=== edge_noise_filter ===
--- src/rtl/edge_noise_filter.sv ---
`default_nettype none
// ============================================================================
// edge_noise_filter : drops edge-map pixels with too few set neighbours; EDGE_FILTER_DIAGONALS_EN adds diagonal taps. Rev 1.0
// ============================================================================
module edge_noise_filter #(
  parameter int IMG_WIDTH  = 320,
  parameter int SRC_FIRST  = 2240,
  parameter int SRC_LAST   = 74559,
  parameter int DST_OFFSET = 76800
) (
  input  logic        clk,
  input  logic        reset_n,
  input  logic        pause,
  input  logic        enable_edge_filter,
  input  logic [3:0]  min_neighbors,
  input  logic [31:0] data_read,
  output logic        wren,
  output logic [17:0] address,
  output logic [31:0] data_write,
  output logic        edge_filter_done
);

`ifdef EDGE_FILTER_DIAGONALS_EN
  localparam int c_num_taps = 9;
`else
  localparam int c_num_taps = 5;
`endif

  localparam logic [17:0] c_width          = 18'(IMG_WIDTH);
  localparam logic [17:0] c_src_first      = 18'(SRC_FIRST);
  localparam logic [17:0] c_src_last       = 18'(SRC_LAST);
  localparam logic [17:0] c_dst_offset     = 18'(DST_OFFSET);
  localparam logic [17:0] c_first_col      = 18'(SRC_FIRST % IMG_WIDTH);
  localparam logic [17:0] c_inner_start    = 18'((SRC_FIRST / IMG_WIDTH + 1) * IMG_WIDTH);
  localparam logic [17:0] c_last_row_start = 18'((SRC_LAST / IMG_WIDTH) * IMG_WIDTH);
  localparam logic [3:0]  c_last_tap       = 4'(c_num_taps - 1);

  typedef enum logic [2:0] {
    IDLE   = 3'd0,
    READ   = 3'd1,
    DECIDE = 3'd2,
    WRITE  = 3'd3,
    DONE   = 3'd4
  } state_t;

  state_t      state_q, state_d;
  logic [17:0] cursor_q, cursor_d;
  logic [17:0] col_q, col_d;
  logic [17:0] address_q, address_d;
  logic [3:0]  tap_q, tap_d;
  logic [3:0]  count_q, count_d;
  logic        center_q, center_d;
  logic        wren_q, wren_d;
  logic        result_q, result_d;
  logic        done_q, done_d;
  logic        paused_q, paused_d;
  logic [31:0] hold_q, hold_d;

  logic        w_rd_set;
  logic [3:0]  w_final_count;
  logic        w_result;
  logic [17:0] w_next_cursor;
  logic [17:0] w_next_col;
  logic        w_start;
  logic [17:0] w_pix_cursor;
  logic [17:0] w_pix_col;

  // Rows are recognised by address range and columns by a wrapping counter, so no divider is needed.
  function automatic logic is_border(input logic [17:0] cur, input logic [17:0] col);
    return (cur < c_inner_start) || (cur >= c_last_row_start) ||
           (col == 18'd0) || (col == c_width - 18'd1);
  endfunction

  function automatic logic [17:0] tap_addr(input logic [17:0] cur, input logic [3:0] idx);
    logic [17:0] a;
    case (idx)
      4'd1:    a = cur - c_width;
      4'd2:    a = cur + c_width;
      4'd3:    a = cur - 18'd1;
      4'd4:    a = cur + 18'd1;
`ifdef EDGE_FILTER_DIAGONALS_EN
      4'd5:    a = cur - c_width - 18'd1;
      4'd6:    a = cur - c_width + 18'd1;
      4'd7:    a = cur + c_width - 18'd1;
      4'd8:    a = cur + c_width + 18'd1;
`endif
      default: a = cur;
    endcase
    return a;
  endfunction

  always_comb begin
    state_d   = state_q;
    cursor_d  = cursor_q;
    col_d     = col_q;
    address_d = address_q;
    tap_d     = tap_q;
    count_d   = count_q;
    center_d  = center_q;
    wren_d    = wren_q;
    result_d  = result_q;
    done_d    = done_q;
    paused_d  = pause;
    // The RAM keeps following the frozen address during a pause, so the word
    // that was due on the first paused cycle is parked and consumed on resume.
    hold_d    = (pause && !paused_q) ? data_read : hold_q;

    w_rd_set      = (paused_q ? hold_q : data_read) != 32'd0;
    w_final_count = count_q + {3'b000, w_rd_set};
    w_result      = center_q && (w_final_count >= min_neighbors);
    w_next_cursor = cursor_q + 18'd1;
    w_next_col    = (col_q == c_width - 18'd1) ? 18'd0 : col_q + 18'd1;
    w_start       = 1'b0;
    w_pix_cursor  = w_next_cursor;
    w_pix_col     = w_next_col;

    if (!pause) begin
      if (!enable_edge_filter) begin
        state_d   = IDLE;
        wren_d    = 1'b0;
        address_d = 18'd0;
        result_d  = 1'b0;
        done_d    = 1'b0;
      end else begin
        case (state_q)
          IDLE: begin
            w_start      = 1'b1;
            w_pix_cursor = c_src_first;
            w_pix_col    = c_first_col;
          end
          READ: begin
            // Data arriving now belongs to the tap presented on the previous cycle.
            if (tap_q == 4'd1) begin
              center_d = w_rd_set;
            end else if (tap_q != 4'd0) begin
              count_d = w_final_count;
            end
            if (tap_q == c_last_tap) begin
              state_d = DECIDE;
            end else begin
              tap_d     = tap_q + 4'd1;
              address_d = tap_addr(cursor_q, tap_q + 4'd1);
            end
          end
          DECIDE: begin
            state_d   = WRITE;
            wren_d    = 1'b1;
            address_d = cursor_q + c_dst_offset;
            result_d  = w_result;
          end
          WRITE: begin
            if (cursor_q == c_src_last) begin
              state_d   = DONE;
              wren_d    = 1'b0;
              address_d = 18'd0;
              result_d  = 1'b0;
              done_d    = 1'b1;
            end else begin
              w_start = 1'b1;
            end
          end
          DONE: begin
            wren_d = 1'b0;
            done_d = 1'b1;
          end
          default: state_d = IDLE;
        endcase
      end
    end

    if (w_start) begin
      cursor_d = w_pix_cursor;
      col_d    = w_pix_col;
      result_d = 1'b0;
      done_d   = 1'b0;
      if (is_border(w_pix_cursor, w_pix_col)) begin
        state_d   = WRITE;
        wren_d    = 1'b1;
        address_d = w_pix_cursor + c_dst_offset;
      end else begin
        state_d   = READ;
        wren_d    = 1'b0;
        address_d = w_pix_cursor;
        tap_d     = 4'd0;
        count_d   = 4'd0;
        center_d  = 1'b0;
      end
    end
  end

  always_ff @(posedge clk or negedge reset_n) begin
    if (!reset_n) begin
      state_q   <= IDLE;
      cursor_q  <= c_src_first;
      col_q     <= c_first_col;
      address_q <= 18'd0;
      tap_q     <= 4'd0;
      count_q   <= 4'd0;
      center_q  <= 1'b0;
      wren_q    <= 1'b0;
      result_q  <= 1'b0;
      done_q    <= 1'b0;
      paused_q  <= 1'b0;
      hold_q    <= 32'd0;
    end else begin
      state_q   <= state_d;
      cursor_q  <= cursor_d;
      col_q     <= col_d;
      address_q <= address_d;
      tap_q     <= tap_d;
      count_q   <= count_d;
      center_q  <= center_d;
      wren_q    <= wren_d;
      result_q  <= result_d;
      done_q    <= done_d;
      paused_q  <= paused_d;
      hold_q    <= hold_d;
    end
  end

  assign wren             = wren_q;
  assign address          = address_q;
  assign data_write       = {31'd0, result_q};
  assign edge_filter_done = done_q;

endmodule
`default_nettype wire

--- config.mk ---
export PLATFORM = sky130hd
export DESIGN_NAME = edge_noise_filter
export DESIGN_NICKNAME = d
export VERILOG_FILES = /design/src/rtl/edge_noise_filter.sv
export SDC_FILE = /design/constraint.sdc
export NUM_CORES = 1
export LEC_CHECK = 0
export CAP_MARGIN = 20
export CELL_PAD_IN_SITES_DETAIL_PLACEMENT = 0
export CELL_PAD_IN_SITES_GLOBAL_PLACEMENT = 1
export CORE_ASPECT_RATIO = 0.75
export CORE_MARGIN = 2
export CORE_UTILIZATION = 43
export CTS_CLUSTER_DIAMETER = 120
export CTS_CLUSTER_SIZE = 14
export DETAILED_ROUTE_END_ITERATION = 10
export HOLD_SLACK_MARGIN = 0.12
export PLACE_DENSITY = 0.86
export SYNTH_ARGS = -nofsm -noshare
export SYNTH_HDL_FRONTEND = slang
export SYNTH_SLANG_ARGS = --single-unit
--- constraint.sdc ---
create_clock -name clk -period 3.9 [get_ports clk]
set_input_delay 0.78 -clock clk [delete_from_list [all_inputs] [get_ports clk]]
set_output_delay 0.78 -clock clk [all_outputs]
set_load 0.03 [all_outputs]
=== datapath_sequencer_flat ===
<file path="config.mk">
export PLATFORM = sky130hd
export DESIGN_NAME = datapath_sequencer_flat
export DESIGN_NICKNAME = d
export VERILOG_FILES = /design/src/rtl/datapath_seq_pkg.sv /design/src/rtl/datapath_sequencer_if.sv /design/src/rtl/seq_regbuf.sv /design/src/rtl/datapath_sequencer.sv /design/src/flat_wrapper.sv
export SDC_FILE = /design/constraint.sdc
export NUM_CORES = 1
export LEC_CHECK = 0
export ABC_AREA = 1
export CAP_MARGIN = 20
export CELL_PAD_IN_SITES_DETAIL_PLACEMENT = 0
export CELL_PAD_IN_SITES_GLOBAL_PLACEMENT = 1
export CORE_AREA = 2 2 249 251
export CTS_CLUSTER_SIZE = 14
export DETAILED_ROUTE_END_ITERATION = 12
export DIE_AREA = 0 0 251 253
export GPL_TIMING_DRIVEN = 0
export PLACE_DENSITY = 0.77
export SETUP_SLACK_MARGIN = 0.5
export SLEW_MARGIN = 10
export SYNTH_ARGS = -nofsm -noshare
export SYNTH_HDL_FRONTEND = slang
export SYNTH_SLANG_ARGS = --single-unit
export TNS_END_PERCENT = 50
</file>
<file path="constraint.sdc">
create_clock -name wb_clk_i -period 9.2 [get_ports wb_clk_i]
set_input_delay 1.38 -clock wb_clk_i [delete_from_list [all_inputs] [get_ports wb_clk_i]]
set_output_delay 1.38 -clock wb_clk_i [all_outputs]
set_load 0.05 [all_outputs]
</file>
<file path="src/rtl/datapath_seq_pkg.sv">
// datapath_seq_pkg: shared widths, control-word field positions and sequencer states
package datapath_seq_pkg;
  localparam int CTRL_W = 33;
  localparam int RES_W = 34;
  localparam int ALU_W = 32;
  localparam int ALUSRC_BIT = 32;
  localparam int ADDSUB_BIT = 31;
  localparam int RA0_MSB = 30;
  localparam int RA0_LSB = 26;
  localparam int RA1_MSB = 25;
  localparam int RA1_LSB = 21;
  localparam int WA_MSB = 20;
  localparam int WA_LSB = 16;
  localparam int IM_MSB = 15;
  localparam int IM_LSB = 0;
  typedef enum logic [1:0] {IDLE, RUN, DONE} seq_state_e;
endpackage

</file>
<file path="src/rtl/datapath_sequencer_if.sv">
// datapath_sequencer_if: control fields issued to datapath1 and the result/flags it returns
interface datapath_sequencer_if;
  logic ALUSrc;
  logic AddSub;
  logic [4:0] RA0;
  logic [4:0] RA1;
  logic [4:0] WA;
  logic [15:0] Im;
  logic issue;
  logic [31:0] ALUout;
  logic Cout;
  logic Overflow;
  modport master (output ALUSrc, AddSub, RA0, RA1, WA, Im, issue, input ALUout, Cout, Overflow);
  modport slave (input ALUSrc, AddSub, RA0, RA1, WA, Im, issue, output ALUout, Cout, Overflow);
endinterface

</file>
<file path="src/rtl/seq_regbuf.sv">
// seq_regbuf: W x DEPTH register array, synchronous write, asynchronous read
module seq_regbuf #(
  parameter int W = 32,
  parameter int DEPTH = 8
) (
  input  logic                     clk,
  input  logic                     we,
  input  logic [$clog2(DEPTH)-1:0] waddr,
  input  logic [W-1:0]             wdata,
  input  logic [$clog2(DEPTH)-1:0] raddr,
  output logic [W-1:0]             rdata
);
  logic [W-1:0] mem [DEPTH];
  always_ff @(posedge clk)
    if (we) mem[waddr] <= wdata;
  assign rdata = mem[raddr];
endmodule

</file>
<file path="src/rtl/datapath_sequencer.sv">
// datapath_sequencer: replays a loaded program into datapath1 and captures results; SEQ_FLAGS_EN keeps Cout/Overflow
module datapath_sequencer
  import datapath_seq_pkg::*;
#(
  parameter int DEPTH = 8
) (
  input  logic                  wb_clk_i,
  input  logic                  wb_rst_i,
  input  logic                  i_load_valid,
  input  logic [CTRL_W-1:0]     i_load_word,
  output logic                  o_load_ready,
  input  logic                  i_start,
  input  logic                  i_clear,
  datapath_sequencer_if.master  dp,
  output logic                  o_busy,
  output logic                  o_done,
  output logic                  o_res_valid,
  output logic [RES_W-1:0]      o_res_data,
  input  logic                  i_res_rd,
  output logic                  o_ovf_seen
);
  localparam int PW = $clog2(DEPTH);
  localparam int CW = PW + 1;
`ifdef SEQ_FLAGS_EN
  localparam int BW = RES_W;
`else
  localparam int BW = ALU_W;
`endif
  seq_state_e state_q, state_d;
  logic [CW-1:0] count_q, count_d, rd_q, rd_d;
  logic [PW-1:0] idx_q, idx_d, prog_ra;
  logic [CTRL_W-1:0] ctrl_q, ctrl_d, prog_rd;
  logic issue_q, issue_d, ovf_q, ovf_d;
  logic load_acc, start_ok, last;
  logic [BW-1:0] res_wd, res_rd;
  assign o_load_ready = state_q == IDLE && count_q < CW'(DEPTH);
  assign load_acc = o_load_ready && i_load_valid && !i_clear;
  assign last = {1'b0, idx_q} == count_q - CW'(1);
  assign o_res_valid = state_q == DONE && rd_q < count_q;
  assign o_res_data = state_q == DONE ? RES_W'(res_rd) : '0;
  // during RUN the buffer is already presenting the word for the following cycle
  assign prog_ra = state_q == RUN ? idx_q + PW'(1) : '0;
  assign start_ok = state_q == IDLE && i_start && count_d != '0;
`ifdef SEQ_FLAGS_EN
  assign res_wd = {dp.Cout, dp.Overflow, dp.ALUout};
  assign ovf_d = !i_clear && (ovf_q || (state_q == RUN && dp.Overflow));
`else
  logic unused_flags;
  assign unused_flags = dp.Cout ^ dp.Overflow;
  assign res_wd = dp.ALUout;
  assign ovf_d = 1'b0;
`endif
  always_comb begin
    count_d = i_clear ? '0 : count_q + CW'(load_acc);
    state_d = i_clear ? IDLE : start_ok ? RUN : (state_q == RUN && last) ? DONE : state_q;
    idx_d = (i_clear || start_ok) ? '0 : (state_q == RUN && !last) ? idx_q + PW'(1) : idx_q;
    rd_d = i_clear ? '0 : (o_res_valid && i_res_rd) ? rd_q + CW'(1) : rd_q;
    issue_d = start_ok || (state_q == RUN && !last && !i_clear);
    // a word loaded into an empty buffer on the start cycle is not yet readable
    ctrl_d = start_ok ? (count_q == '0 ? i_load_word : prog_rd) : issue_d ? prog_rd : '0;
  end
  always_ff @(posedge wb_clk_i)
    if (wb_rst_i) begin
      state_q <= IDLE;
      count_q <= '0;
      idx_q <= '0;
      rd_q <= '0;
      ctrl_q <= '0;
      issue_q <= 1'b0;
      ovf_q <= 1'b0;
    end else begin
      state_q <= state_d;
      count_q <= count_d;
      idx_q <= idx_d;
      rd_q <= rd_d;
      ctrl_q <= ctrl_d;
      issue_q <= issue_d;
      ovf_q <= ovf_d;
    end
  seq_regbuf #(.W(CTRL_W), .DEPTH(DEPTH)) u_prog (
    .clk(wb_clk_i), .we(load_acc && !wb_rst_i), .waddr(count_q[PW-1:0]),
    .wdata(i_load_word), .raddr(prog_ra), .rdata(prog_rd)
  );
  seq_regbuf #(.W(BW), .DEPTH(DEPTH)) u_res (
    .clk(wb_clk_i), .we(state_q == RUN && !wb_rst_i), .waddr(idx_q),
    .wdata(res_wd), .raddr(rd_q[PW-1:0]), .rdata(res_rd)
  );
  assign dp.ALUSrc = ctrl_q[ALUSRC_BIT];
  assign dp.AddSub = ctrl_q[ADDSUB_BIT];
  assign dp.RA0 = ctrl_q[RA0_MSB:RA0_LSB];
  assign dp.RA1 = ctrl_q[RA1_MSB:RA1_LSB];
  assign dp.WA = ctrl_q[WA_MSB:WA_LSB];
  assign dp.Im = ctrl_q[IM_MSB:IM_LSB];
  assign dp.issue = issue_q;
  assign o_busy = state_q == RUN;
  assign o_done = state_q == DONE;
  assign o_ovf_seen = ovf_q;
endmodule

</file>
<file path="src/flat_wrapper.sv">
// flat-port wrapper written by rule: the top's interface ports become plain ports
module datapath_sequencer_flat import datapath_seq_pkg::*;
#(
  parameter int DEPTH = 8
)
  (wb_clk_i, wb_rst_i, i_load_valid, i_load_word, o_load_ready, i_start, i_clear, o_busy, o_done, o_res_valid, o_res_data, i_res_rd, o_ovf_seen, dp_ALUSrc, dp_AddSub, dp_RA0, dp_RA1, dp_WA, dp_Im, dp_issue, dp_ALUout, dp_Cout, dp_Overflow);
  datapath_sequencer_if dp_i ();
  input  logic wb_clk_i;
  input  logic wb_rst_i;
  input  logic i_load_valid;
  input  logic [CTRL_W-1:0] i_load_word;
  output logic o_load_ready;
  input  logic i_start;
  input  logic i_clear;
  output logic o_busy;
  output logic o_done;
  output logic o_res_valid;
  output logic [RES_W-1:0] o_res_data;
  input  logic i_res_rd;
  output logic o_ovf_seen;
  output wire logic [$bits(dp_i.ALUSrc)-1:0] dp_ALUSrc;
  output wire logic [$bits(dp_i.AddSub)-1:0] dp_AddSub;
  output wire logic [$bits(dp_i.RA0)-1:0] dp_RA0;
  output wire logic [$bits(dp_i.RA1)-1:0] dp_RA1;
  output wire logic [$bits(dp_i.WA)-1:0] dp_WA;
  output wire logic [$bits(dp_i.Im)-1:0] dp_Im;
  output wire logic [$bits(dp_i.issue)-1:0] dp_issue;
  input wire logic [$bits(dp_i.ALUout)-1:0] dp_ALUout;
  input wire logic [$bits(dp_i.Cout)-1:0] dp_Cout;
  input wire logic [$bits(dp_i.Overflow)-1:0] dp_Overflow;
  assign dp_ALUSrc = dp_i.ALUSrc;
  assign dp_AddSub = dp_i.AddSub;
  assign dp_RA0 = dp_i.RA0;
  assign dp_RA1 = dp_i.RA1;
  assign dp_WA = dp_i.WA;
  assign dp_Im = dp_i.Im;
  assign dp_issue = dp_i.issue;
  assign dp_i.ALUout = dp_ALUout;
  assign dp_i.Cout = dp_Cout;
  assign dp_i.Overflow = dp_Overflow;
  datapath_sequencer #(.DEPTH(DEPTH)) u_core (.wb_clk_i(wb_clk_i), .wb_rst_i(wb_rst_i), .i_load_valid(i_load_valid), .i_load_word(i_load_word), .o_load_ready(o_load_ready), .i_start(i_start), .i_clear(i_clear), .dp(dp_i), .o_busy(o_busy), .o_done(o_done), .o_res_valid(o_res_valid), .o_res_data(o_res_data), .i_res_rd(i_res_rd), .o_ovf_seen(o_ovf_seen));
endmodule
</file>
=== can_clic_arbiter_flat ===
### config.mk
export PLATFORM = sky130hd
export DESIGN_NAME = can_clic_arbiter_flat
export DESIGN_NICKNAME = d
export VERILOG_FILES = /design/src/rtl/can_clic_arbiter_if.sv /design/src/rtl/can_clic_arbiter.sv /design/src/flat_wrapper.sv
export SDC_FILE = /design/constraint.sdc
export NUM_CORES = 1
export LEC_CHECK = 0
export ABC_AREA = 1
export CAP_MARGIN = 20
export CORE_AREA = 2 2 39 41
export CTS_CLUSTER_SIZE = 8
export DETAILED_ROUTE_END_ITERATION = 6
export DIE_AREA = 0 0 41 43
export HOLD_SLACK_MARGIN = 0.06
export PLACE_DENSITY = 0.73
export SLEW_MARGIN = 15
export SYNTH_ARGS = -nofsm -noshare
export SYNTH_HDL_FRONTEND = slang
export SYNTH_SLANG_ARGS = --single-unit
### constraint.sdc
create_clock -name clk -period 0.8 [get_ports clk]
set_clock_uncertainty 0.2 [all_clocks]
set_input_delay 0.16 -clock clk [delete_from_list [all_inputs] [get_ports clk]]
set_output_delay 0.16 -clock clk [all_outputs]
set_load 0.02 [all_outputs]
### src/rtl/can_clic_arbiter_if.sv
// Interrupt entry vector in, registered winning request out.
interface can_clic_arbiter_if #(
    parameter int N_ENTRIES = 4,
    parameter int PRIO_W    = 2,
    parameter int ENTRY_W   = PRIO_W + 1,
    parameter int IDX_W     = (N_ENTRIES > 1) ? $clog2(N_ENTRIES) : 1
);
    logic [N_ENTRIES*ENTRY_W-1:0] entries;
    logic                         is_interrupt;
    logic [IDX_W-1:0]             index;
    logic [PRIO_W-1:0]            prio;

    modport master (
        output entries,
        input  is_interrupt,
        input  index,
        input  prio
    );

    modport slave (
        input  entries,
        output is_interrupt,
        output index,
        output prio
    );
endinterface

### src/rtl/can_clic_arbiter.sv
// CLIC-style interrupt arbiter: balanced comparison tree selects the highest
// priority pending entry (lowest index on ties), registered once.
module can_clic_arbiter #(
    parameter int N_ENTRIES = 4,
    parameter int PRIO_W    = 2
) (
    input  logic                clk,
    input  logic                rst,
    can_clic_arbiter_if.slave   bus
);
    localparam int ENTRY_W = PRIO_W + 1;
    localparam int IDX_W   = (N_ENTRIES > 1) ? $clog2(N_ENTRIES) : 1;
    localparam int LEAVES  = 1 << IDX_W;

    // Heap-ordered tree: node k has children 2k and 2k+1, leaves at LEAVES+i.
    logic              w_vld  [1:2*LEAVES-1];
    logic [PRIO_W-1:0] w_prio [1:2*LEAVES-1];
    logic [IDX_W-1:0]  w_idx  [1:2*LEAVES-1];

    for (genvar i = 0; i < LEAVES; i++) begin : g_leaf
        if (i < N_ENTRIES) begin : g_real
            assign w_vld[LEAVES+i]  = bus.entries[(N_ENTRIES-1-i)*ENTRY_W];
            assign w_prio[LEAVES+i] = bus.entries[(N_ENTRIES-1-i)*ENTRY_W+1 +: PRIO_W];
        end else begin : g_pad
            assign w_vld[LEAVES+i]  = 1'b0;
            assign w_prio[LEAVES+i] = '0;
        end
        assign w_idx[LEAVES+i] = IDX_W'(i);
    end

    // Left child holds the lower indices, so it wins on equal priority.
    for (genvar k = 1; k < LEAVES; k++) begin : g_node
        logic w_left_wins;
        assign w_left_wins = w_vld[2*k] &&
                             (!w_vld[2*k+1] || (w_prio[2*k] >= w_prio[2*k+1]));
        assign w_vld[k]  = w_vld[2*k] | w_vld[2*k+1];
        assign w_prio[k] = w_left_wins ? w_prio[2*k] : w_prio[2*k+1];
        assign w_idx[k]  = w_left_wins ? w_idx[2*k]  : w_idx[2*k+1];
    end

    logic              w_irq_p0;
    logic [PRIO_W-1:0] w_prio_p0;
    logic [IDX_W-1:0]  w_idx_p0;

    assign w_irq_p0  = w_vld[1];
    assign w_prio_p0 = w_vld[1] ? w_prio[1] : '0;
    assign w_idx_p0  = w_vld[1] ? w_idx[1]  : '0;

    // ---- p0 -> p1: registered request ----
    logic              r_irq_p1;
    logic [PRIO_W-1:0] r_prio_p1;
    logic [IDX_W-1:0]  r_idx_p1;

    always_ff @(posedge clk or posedge rst) begin
        if (rst) begin
            r_irq_p1  <= 1'b0;
            r_prio_p1 <= '0;
            r_idx_p1  <= '0;
        end else begin
            r_irq_p1  <= w_irq_p0;
            r_prio_p1 <= w_prio_p0;
            r_idx_p1  <= w_idx_p0;
        end
    end

    assign bus.is_interrupt = r_irq_p1;
    assign bus.prio         = r_prio_p1;
    assign bus.index        = r_idx_p1;
endmodule

### src/flat_wrapper.sv
// flat-port wrapper written by rule: the top's interface ports become plain ports
module can_clic_arbiter_flat 
#(
    parameter int N_ENTRIES = 4,
    parameter int PRIO_W    = 2
)
  (clk, rst, bus_entries, bus_is_interrupt, bus_index, bus_prio);
  can_clic_arbiter_if #(.N_ENTRIES(N_ENTRIES), .PRIO_W(PRIO_W)) bus_i ();
  input  logic clk;
  input  logic rst;
  input wire logic [$bits(bus_i.entries)-1:0] bus_entries;
  output wire logic [$bits(bus_i.is_interrupt)-1:0] bus_is_interrupt;
  output wire logic [$bits(bus_i.index)-1:0] bus_index;
  output wire logic [$bits(bus_i.prio)-1:0] bus_prio;
  assign bus_i.entries = bus_entries;
  assign bus_is_interrupt = bus_i.is_interrupt;
  assign bus_index = bus_i.index;
  assign bus_prio = bus_i.prio;
  can_clic_arbiter #(.N_ENTRIES(N_ENTRIES), .PRIO_W(PRIO_W)) u_core (.clk(clk), .rst(rst), .bus(bus_i));
endmodule
=== speed_ramp_ctrl ===
### src/rtl/speed_ramp_ctrl.sv
// speed_ramp_ctrl
// Conditions raw speed/direction requests before they reach the PWM/H-bridge
// driver. The requested level is synchronised and clamped to 0..9, and the
// output level moves by at most one step every STEP_CYCLES clocks. A change
// of direction first ramps the level to 0, then holds 0 for DEAD_CYCLES
// clocks, and only then commits the new direction. The motor is therefore
// never reversed while it is still turning.
//
// Ports:
//   clk        system clock, rising edge
//   rst_n      asynchronous active-low reset
//   speed_req  requested level 0..15 (10..15 are treated as 9), asynchronous
//   turn_req   requested direction (1 = right, 0 = left), asynchronous
//   speed      ramped level to the driver, 0..9, registered
//   turn       committed direction to the driver, registered
//   busy       high whenever the FSM is not in HOLD, registered
//   state_o    FSM state for debug: HOLD=0, RAMP_UP=1, RAMP_DOWN=2, DEAD=3
module speed_ramp_ctrl #(
  parameter int STEP_CYCLES = 5000000,
  parameter int DEAD_CYCLES = 2500000
) (
  input  logic       clk,
  input  logic       rst_n,
  input  logic [3:0] speed_req,
  input  logic       turn_req,
  output logic [3:0] speed,
  output logic       turn,
  output logic       busy,
  output logic [1:0] state_o
);

  typedef enum logic [1:0] {
    HOLD      = 2'd0,
    RAMP_UP   = 2'd1,
    RAMP_DOWN = 2'd2,
    DEAD      = 2'd3
  } state_t;

  localparam int CNT_MAX = (STEP_CYCLES > DEAD_CYCLES) ? STEP_CYCLES : DEAD_CYCLES;
  localparam int CW      = $clog2(CNT_MAX);
  localparam logic [CW-1:0] STEP_LAST = CW'(STEP_CYCLES - 1);
  localparam logic [CW-1:0] DEAD_LAST = CW'(DEAD_CYCLES - 1);
  localparam logic [CW-1:0] CNT_ONE   = CW'(1);
  localparam logic [CW-1:0] CNT_ZERO  = CW'(0);

  logic [3:0]    spd_s1_q, spd_s2_q;
  logic          trn_s1_q, trn_s2_q;
  state_t        state_q, state_d;
  logic [3:0]    speed_q, speed_d;
  logic          turn_q, turn_d;
  logic          busy_q;
  logic [CW-1:0] cnt_q, cnt_d;

  logic [3:0]    tgt_s;
  logic [3:0]    eff_s;
  logic [3:0]    spd_n_s;
  logic          rev_s;
  logic          step_s;

  // Two-flop synchronisers; turn resets to 1 so no reversal is seen after reset.
  always_ff @(posedge clk or negedge rst_n) begin
    if (!rst_n) begin
      spd_s1_q <= 4'd0;
      spd_s2_q <= 4'd0;
      trn_s1_q <= 1'b1;
      trn_s2_q <= 1'b1;
    end else begin
      spd_s1_q <= speed_req;
      spd_s2_q <= spd_s1_q;
      trn_s1_q <= turn_req;
      trn_s2_q <= trn_s1_q;
    end
  end

  // Clamped target, pending-reversal flag and the effective target during a reversal.
  always_comb begin
    tgt_s  = (spd_s2_q > 4'd9) ? 4'd9 : spd_s2_q;
    rev_s  = (trn_s2_q != turn_q);
    eff_s  = rev_s ? 4'd0 : tgt_s;
    step_s = (cnt_q == STEP_LAST);
  end

  // Next-state, next-speed, next-direction and counter logic.
  always_comb begin
    state_d = state_q;
    speed_d = speed_q;
    turn_d  = turn_q;
    cnt_d   = cnt_q;
    spd_n_s = speed_q;
    case (state_q)
      HOLD: begin
        cnt_d = CNT_ZERO;
        if (rev_s) begin
          state_d = (speed_q != 4'd0) ? RAMP_DOWN : DEAD;
        end else if (tgt_s > speed_q) begin
          state_d = RAMP_UP;
        end else if (tgt_s < speed_q) begin
          state_d = RAMP_DOWN;
        end else begin
          state_d = HOLD;
        end
      end
      RAMP_UP: begin
        if (rev_s) begin
          // Reversal wins: no step this cycle, start ramping down next edge.
          state_d = RAMP_DOWN;
        end else begin
          if (step_s && (speed_q < 4'd9)) begin
            spd_n_s = speed_q + 4'd1;
          end else begin
            spd_n_s = speed_q;
          end
          speed_d = spd_n_s;
          cnt_d   = step_s ? CNT_ZERO : (cnt_q + CNT_ONE);
          if (spd_n_s == tgt_s) begin
            state_d = HOLD;
          end else if (tgt_s < spd_n_s) begin
            state_d = RAMP_DOWN;
          end else begin
            state_d = RAMP_UP;
          end
        end
      end
      RAMP_DOWN: begin
        if (step_s && (speed_q != 4'd0)) begin
          spd_n_s = speed_q - 4'd1;
        end else begin
          spd_n_s = speed_q;
        end
        speed_d = spd_n_s;
        cnt_d   = step_s ? CNT_ZERO : (cnt_q + CNT_ONE);
        if (spd_n_s == eff_s) begin
          state_d = rev_s ? DEAD : HOLD;
        end else if (!rev_s && (tgt_s > spd_n_s)) begin
          state_d = RAMP_UP;
        end else begin
          state_d = RAMP_DOWN;
        end
      end
      DEAD: begin
        speed_d = 4'd0;
        if (!rev_s) begin
          // Request reverted before the dead time elapsed: keep direction.
          state_d = HOLD;
        end else if (cnt_q == DEAD_LAST) begin
          turn_d  = trn_s2_q;
          state_d = HOLD;
        end else begin
          cnt_d = cnt_q + CNT_ONE;
        end
      end
      default: begin
        state_d = HOLD;
        speed_d = 4'd0;
        cnt_d   = CNT_ZERO;
      end
    endcase
    // Every state transition restarts the shared counter.
    if (state_d != state_q) begin
      cnt_d = CNT_ZERO;
    end else begin
      cnt_d = cnt_d;
    end
  end

  // State, output and counter registers.
  always_ff @(posedge clk or negedge rst_n) begin
    if (!rst_n) begin
      state_q <= HOLD;
      speed_q <= 4'd0;
      turn_q  <= 1'b1;
      busy_q  <= 1'b0;
      cnt_q   <= CNT_ZERO;
    end else begin
      state_q <= state_d;
      speed_q <= speed_d;
      turn_q  <= turn_d;
      busy_q  <= (state_d != HOLD);
      cnt_q   <= cnt_d;
    end
  end

  assign speed   = speed_q;
  assign turn    = turn_q;
  assign busy    = busy_q;
  assign state_o = state_q;

endmodule

### config.mk
export PLATFORM = sky130hd
export DESIGN_NAME = speed_ramp_ctrl
export DESIGN_NICKNAME = d
export VERILOG_FILES = /design/src/rtl/speed_ramp_ctrl.sv
export SDC_FILE = /design/constraint.sdc
export NUM_CORES = 1
export LEC_CHECK = 0
export ABC_AREA = 1
export ABC_CLOCK_PERIOD_IN_PS = 3520
export CORE_ASPECT_RATIO = 1.4
export CORE_UTILIZATION = 55
export CTS_CLUSTER_SIZE = 24
export DETAILED_ROUTE_END_ITERATION = 16
export GPL_TIMING_DRIVEN = 0
export PLACE_DENSITY = 0.74
export SYNTH_ARGS = -nofsm -noshare
export SYNTH_HDL_FRONTEND = slang
export SYNTH_SLANG_ARGS = --single-unit
### constraint.sdc
create_clock -name clk -period 3.52 [get_ports clk]
set_input_delay 0.704 -clock clk [delete_from_list [all_inputs] [get_ports clk]]
set_output_delay 0.704 -clock clk [all_outputs]
set_load 0.03 [all_outputs]

==> gallery <==
Where the registers sit.
(a)
Scale: 3 px per um.
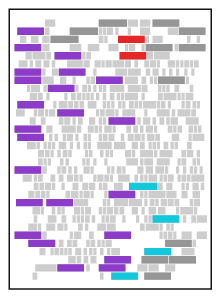
(b)
Scale: 1.5 px per um.
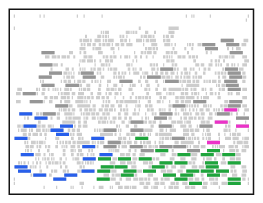
(c)
Scale: 1 px per um.
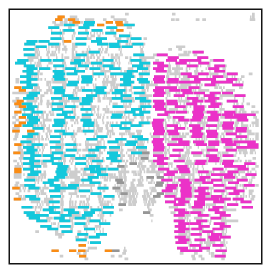
(c) comes from datapath_sequencer_flat.
(a) comes from speed_ramp_ctrl.
(b) comes from edge_noise_filter.

### Signal wires by layer, speed_ramp_ctrl

Scale: 3 px per um.
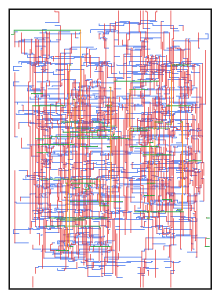
[met4] orange | wire length: 289 um
[met2] red | wire length: 4510 um
[met1] blue | wire length: 3340 um
[met3] green | wire length: 371 um
wire length reported by the detailed router: 8507 um
wire length per cell: 15.19 um
routed via count: 3118

### Congestion heat map, speed_ramp_ctrl

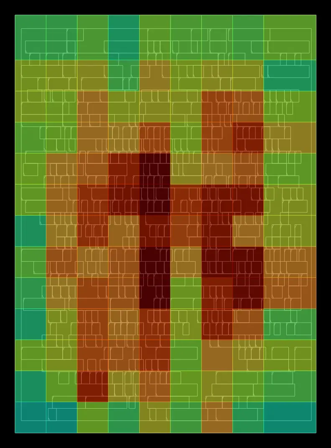
final core utilization: 0.6507
peak-usage layer in the global routing report: met2
global-route met2 utilization: 0.5362
fraction of met3 tracks used by global routing: 0.04680

==> run notes, speed_ramp_ctrl <==
The layout was made with Yosys and OpenROAD.

The worst setup slack after placement is -0.1234 ns. Measured along the x axis, the die boundary spans approximately 67 um. The CTS tree is built. The run finished with clean final reports. Summed over all routing layers, the global router reports a total usage of 0.2976. Power attributed to sequential cells is 578 uW. For this run the detailed placement stage logged an HPWL of 6501 um. Port buffering added 14 buffers. In this run the VDD rail shows a maximum IR drop of 333.3 uV. The tally of max-capacitance violations is 0. The clock network consumes a total of 311 uW. Across all checked pins, the minimum headroom to the slew limit is 0.5271. According to the I/O placement log, the pin count is 15.

The length of routed wiring on met1 is 3337 um. During synthesis, Yosys emitted a total of 0 warnings. The y dimension of the die is 92.77 um.

The number of non-clock inverters is 63. The count of nets left with antenna violations once routing finished came out at 0. The combinational gate count is roughly 350. The area enclosed by the die boundary is about 6200 um2.
-- speed_ramp_ctrl: cell families (layout without fill, tap and decap cells) --
logic type / count (synthesis) / in the layout / synth area share
fa+ha+maj: 19 / 19 / 0.07344
flops: 41 / 41 / 0.3181
buf+inv: 72 / 100 / 0.09006
xor+xnor: 3 / 3 / 0.008119
simple gates: 268 / 268 / 0.3885
compound gates: 61 / 61 / 0.1218
-- speed_ramp_ctrl: routing by layer --
layer,up-vias,global-route usage
met4,0,0.1578
met1,1430,0.3211
met2,86,0.5362
li1,1578,-
met3,24,0.04680
met5,-,0
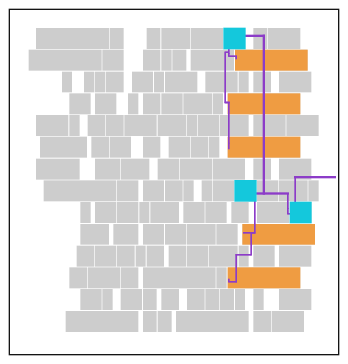
*Clock wires, drivers and flops, can_clic_arbiter_flat*
Scale: 8 px per um.
[clock wires] purple | length: 76.5 um
[cells driving clock nets] cyan | count: 3
[flip-flops] orange | count: 5
routed clock nets: 4
clock share of power: 0.210
power of the clock network: 296 uW

==> run notes, can_clic_arbiter_flat <==
The layout was made with Yosys and OpenROAD.

Summed over all nets, the switching power comes to 507.4 uW. The iteration count of the initial detailed-routing pass is 4. The number of buffers outside the clock class in the layout is roughly 48. Counting the inverters off the clock network in the layout gives 17.

Per the gpl log, the routability congestion estimate is 0.7075. Wire segments on met3 add up to 59 um in the final route. The checks that failed: negative hold slack, negative setup slack. The run finished, with violations left. The fraction of power consumed by sequential logic is 0.221. The pre-placement core utilization is 0.3373. The layout overhead on the synthesized area is 139.9%. The final worst-path setup slack is -0.9993 ns. Of the total synthesized cell area, the portion taken by full adders, half adders and majority gates is 0.1609. The detailed router put a total of a little over 700 um of wire on met1. Per the synthesis report, the AND-OR/OR-AND share of the synthesized area is 0.01072. The pin count of the biggest net entering global routing is 6. The power report attributes to the combinational group a share of 0.570. The most critical hold endpoint after final layout shows a slack of -0.09227 ns. For met2 alone, demand over resource in global routing was 0.3625. Signal nets in the final route climb as high as met4.

By area the synthesized netlist is led by sky130_fd_sc_hd__dfrtp_1 (27%), sky130_fd_sc_hd__nand2_1 (18%), sky130_fd_sc_hd__ha_1 (16%). The filler-free cell count of the finished design is 139. Routing resource usage on met3 recorded by global route was 0.02094. The ratio of cells with drive above 1 in the final layout is 0.7886. Per the detail_route log, met2 wirelength is 880 um. The count of final setup violators is 10. The count of distinct cell types in the synthesized netlist is 12. In the final layout, the fill cell count is between 80 and 90. Counting tap cells, the placed design contains a total of 120 instances. The total power divided by cell area is around 1300 nW/um2. The number of maximum-capacitance violations recorded for the run is 0. Of the total standard cell area in the layout, the multi-input combinational portion is 0.4067.

The largest cell class by area is multi-input combinational cells. The chip occupies 1763 um2. On met1, the global router reports a usage of 0.2159. Timing would allow up to 0.5558 GHz. The fraction of cell area in sequential cells is reported as 0.1117.

The final timing report derives a shortest allowable period of 1.799 ns. The initial antenna violation count is 0. In this design, the stage delay of the slowest critical-path cell is 0.25 ns. The CTS tree is built. The final hold violation count is 5. For this design, the slowest cell found on the critical path is sky130_fd_sc_hd__ha_4.
==> can_clic_arbiter_flat: state kept, by name, indices dropped and copies added (netlist names) <==
signal / cells
u_core.bus.prio: 2
u_core.bus.is_interrupt: 1
u_core.bus.index: 2
==> can_clic_arbiter_flat: repair_timing <==
item                                    in CTS  in global routing
cloned                                       0                  0
endpoints found under the setup margin      10                 10
pin swaps                                   24                 22
hold endpoints to repair                     5                  5
resized                                     94                 29
setup buffers                               11                  4
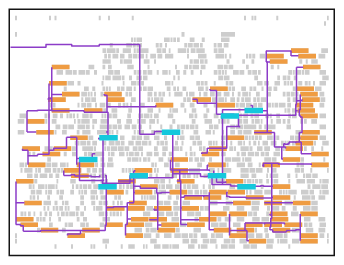
*Clock wires, drivers and flops, edge_noise_filter*
Scale: 2 px per um.
[cells driving clock nets] cyan | count: 9
[clock wires] purple | length: 1440 um
[flip-flops] orange | count: 102
routed clock nets: 10
source-to-sink clock delay at the later pin of the worst-skew pair: 0.36 ns
clock share of power: 0.171
power of the clock network: 943 uW
worst clock skew: 0.01055 ns

### Congestion heat map, edge_noise_filter

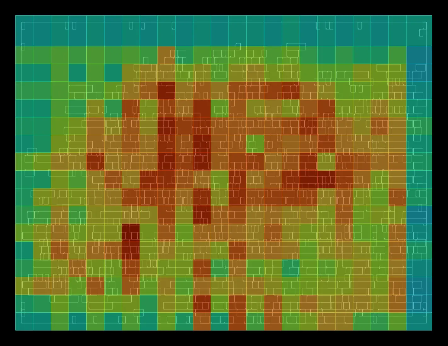
wire length per cell: 18.70 um
global-route met2 utilization: 0.3609
final core utilization: 0.5054

==> run notes, edge_noise_filter <==
The layout was made with Yosys and OpenROAD.

Summed over all nets, the switching power comes to about 2600 uW. Routed signal wires occupy layers up through met4. For this run, the script counts the antenna cells in the layout as 0.

The timing report shows that the slowest cell on the worst path is sky130_fd_sc_hd__dfstp_2. The reg2reg setup slack is 0.14 ns. The die is 161.8 um wide. The number of buffers inserted by post-CTS setup repair is 0. Of the total power, registers draw 0.276. The worst hold path class is in2async.

CTS saw 102 sinks. The number of hold buffers added after cts is 0. The maximum buffer depth of the clock tree is 2. After technology mapping, the gate count stands at 981. The iteration count recorded for the first detailed-route pass is 5. The worst hold slack after final layout is 0.4479 ns. The completed layout was analyzed and its total power is 5508 uW. The filler-free cell count of the finished design is 1293. Per the detail_route report, vias per standard cell equal 5.959. The achievable clock frequency is between 0.2 and 0.3 GHz. Across all setup checks in the final design, the least slack found is 0.1401 ns. CTS built an H-tree with a depth of 3. The flow ran to the end, and the final reports show no timing, DRC or antenna violations. For reference, the top cells by area after synthesis are sky130_fd_sc_hd__dfrtp_1 (31%), sky130_fd_sc_hd__o21ai_0 (5.2%), sky130_fd_sc_hd__ha_1 (5.0%).

RePlAce ended its routability-driven mode at a weighted congestion of roughly 1. The final timing summary puts the cycle share of the worst path at 0.9641. The worst setup slack after placement is 0.1063 ns. In this run the number of cells on the critical path is 13.

The register with the most flip-flops in the layout has 32 of them. For reference, the most critical setup path is categorized as reg2reg. Per the slew report, the remaining headroom to the max-slew limit stands at 0.4448. In this run the VDD rail shows a maximum IR drop of 266.9 uV. The DRC violation count after routing is 0.

According to the floorplan log, the row count is 43. Per the run report, area growth between synthesis and finish was 15.84%. The xor/xnor share of the synthesized area is 0.04691. The number of global-route vias before repair is between 7000 and 8000. The share of the synthesized area in the top cell type is 0.3086.

The launch point of the critical path was reported as cursor_q[6]. The static leakage power is 0.003742 uW. The floorplan step defined a core boundary enclosing 18400 um2. Logic depth along the worst register-to-register path is recorded as 13.
edge_noise_filter: timing repair:
item	4_1_cts	5_1_grt
hold endpoints to repair	0	0
setup endpoints to repair	0	2
resized	0	2
edge_noise_filter: cell type report:
cell class,count,area [um2]
clock buffers,9,225.2
clock inverters,7,81.33
fillers,1786,9101
inverters,29,108.9
multi-input cells,782,4992
flip-flops and latches,102,2556
well taps,247,309.0
repair buffers,117,1026
edge_noise_filter: power groups by stage:
stage,combinational [uW],sequential (uW),clock (uW)
finish,3040,1520,943
global route,3320,1560,1010
CTS,2980,1520,964
detailed placement,2970,1540,0
global placement,2950,1530,0
floorplan,1860,1630,0
### Metal 3, datapath_sequencer_flat

Scale: 1 px per um.
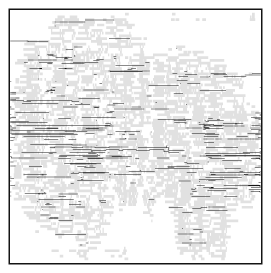
nets with wire on the layer: 237
wire length on this layer: 4240 um
main direction: horizontal
fraction of met3 tracks used by global routing: 0.03680
routed via count: 16950

### Congestion heat map, datapath_sequencer_flat

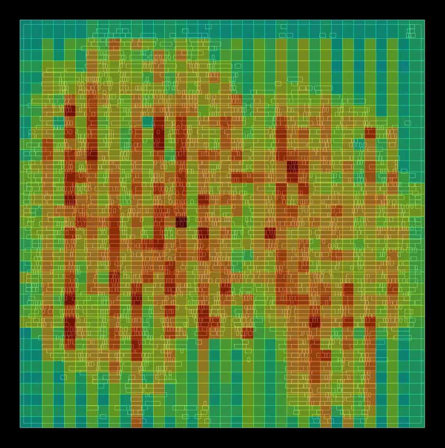
global-route met2 utilization: 0.3571
final core utilization: 0.4778

==> run notes, datapath_sequencer_flat <==
The layout was made with Yosys and OpenROAD.

The largest single stage delay on the critical path is just under 0.9 ns. The maximum buffer depth of the clock tree is 3. Per STA, the worst path accumulates the most delay in the family buffers and inverters. The main area contributors are sky130_fd_sc_hd__edfxtp_1 (65%), sky130_fd_sc_hd__nand2_1 (7.7%), sky130_fd_sc_hd__nor2_1 (4.4%).

The fraction of the mapped netlist area in adder cells is 0.004140. The number of logged tool warnings is 28. Total global-route track usage over all layers is 0.2004.

The part of the cycle the worst path needs is 0.5437. The vias per cell is 5.023. The number of standard cells reported by yosys is 2294. Looking at the max-slew report, the worst-margin pin has a slew of about 0.93 ns. The design has 570 sequential cells.

The final power report lists total power as 5509 uW. The shortest clock period the worst path allows after layout is around 5 ns. The final hold violation count recorded for this run is 0.

The registers of the reported paths see a clock transition of 0.07 ns. The library cell with the highest instance count after synthesis is sky130_fd_sc_hd__edfxtp_1. The final-layout non-clock buffer area share is 0.08556. The largest cell class by area is sequential cells.

The clock network contribution to total cell area is 0.07033. The final timing report lists a max-slew violation count of 0. The number of hold buffers added after cts is 0. TritonCTS built the clock tree.

The flow ran to the end, and the final reports show no timing, DRC or antenna violations. The area taken by flip-flops and latches is 16620 um2. IR analysis of the VDD net gives a maximum drop of approximately 150 uV.

The area share of and-or/or-and cells after synthesis is 0.05186. Ranked by power, first place goes to sequential cells. The report lists the power per cell area as 188.9 nW/um2.
-- datapath_sequencer_flat: path summary, 6_finish.rpt --
kind                            cells after the start              start  slack (ns)                end
worst max-delay path                                8               flop        4.20      o_res_data[1]
worst min register to register                      2     u_core.rd_q[3]        0.53     u_core.rd_q[3]
worst min-delay path                                2     u_core.rd_q[3]        0.53     u_core.rd_q[3]
worst max register to register                     16  u_core.state_q[0]        5.96  u_core.ctrl_q[27]


==> notes/layouts.md <==
Pictures saved along the way, in no particular order.

Metal 3.
picture 1
Scale: 3 px per um.
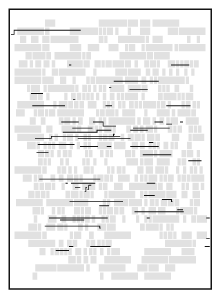
picture 2
Scale: 1.5 px per um.
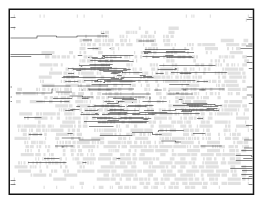
picture 3
Scale: 6 px per um.
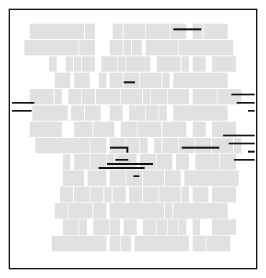
- edge_noise_filter = picture 2
- speed_ramp_ctrl = picture 1
- can_clic_arbiter_flat = picture 3

Key to picture 2:
main direction: horizontal
longest straight run: 60.7 um
wire length on this layer: 2180 um
nets with wire on the layer: 133


==> screenshots <==
Signal wires by layer.
shot_01.png
Scale: 1 px per um.
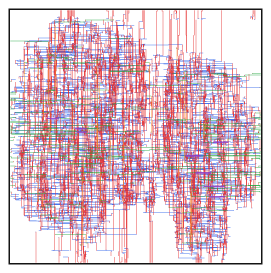
shot_02.png
Scale: 6 px per um.
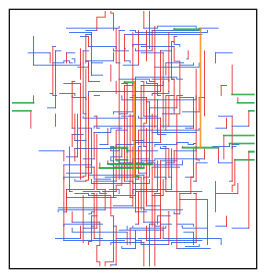
shot_03.png
Scale: 1.5 px per um.
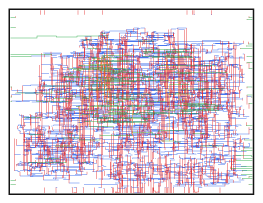
The one with the largest die is shot_01.png.
The one with the least wire is shot_02.png.
| picture | from |
|---|---|
| shot_01.png | datapath_sequencer_flat |
| shot_03.png | edge_noise_filter |
| shot_02.png | can_clic_arbiter_flat |

Power and IR drop assume default switching activity.
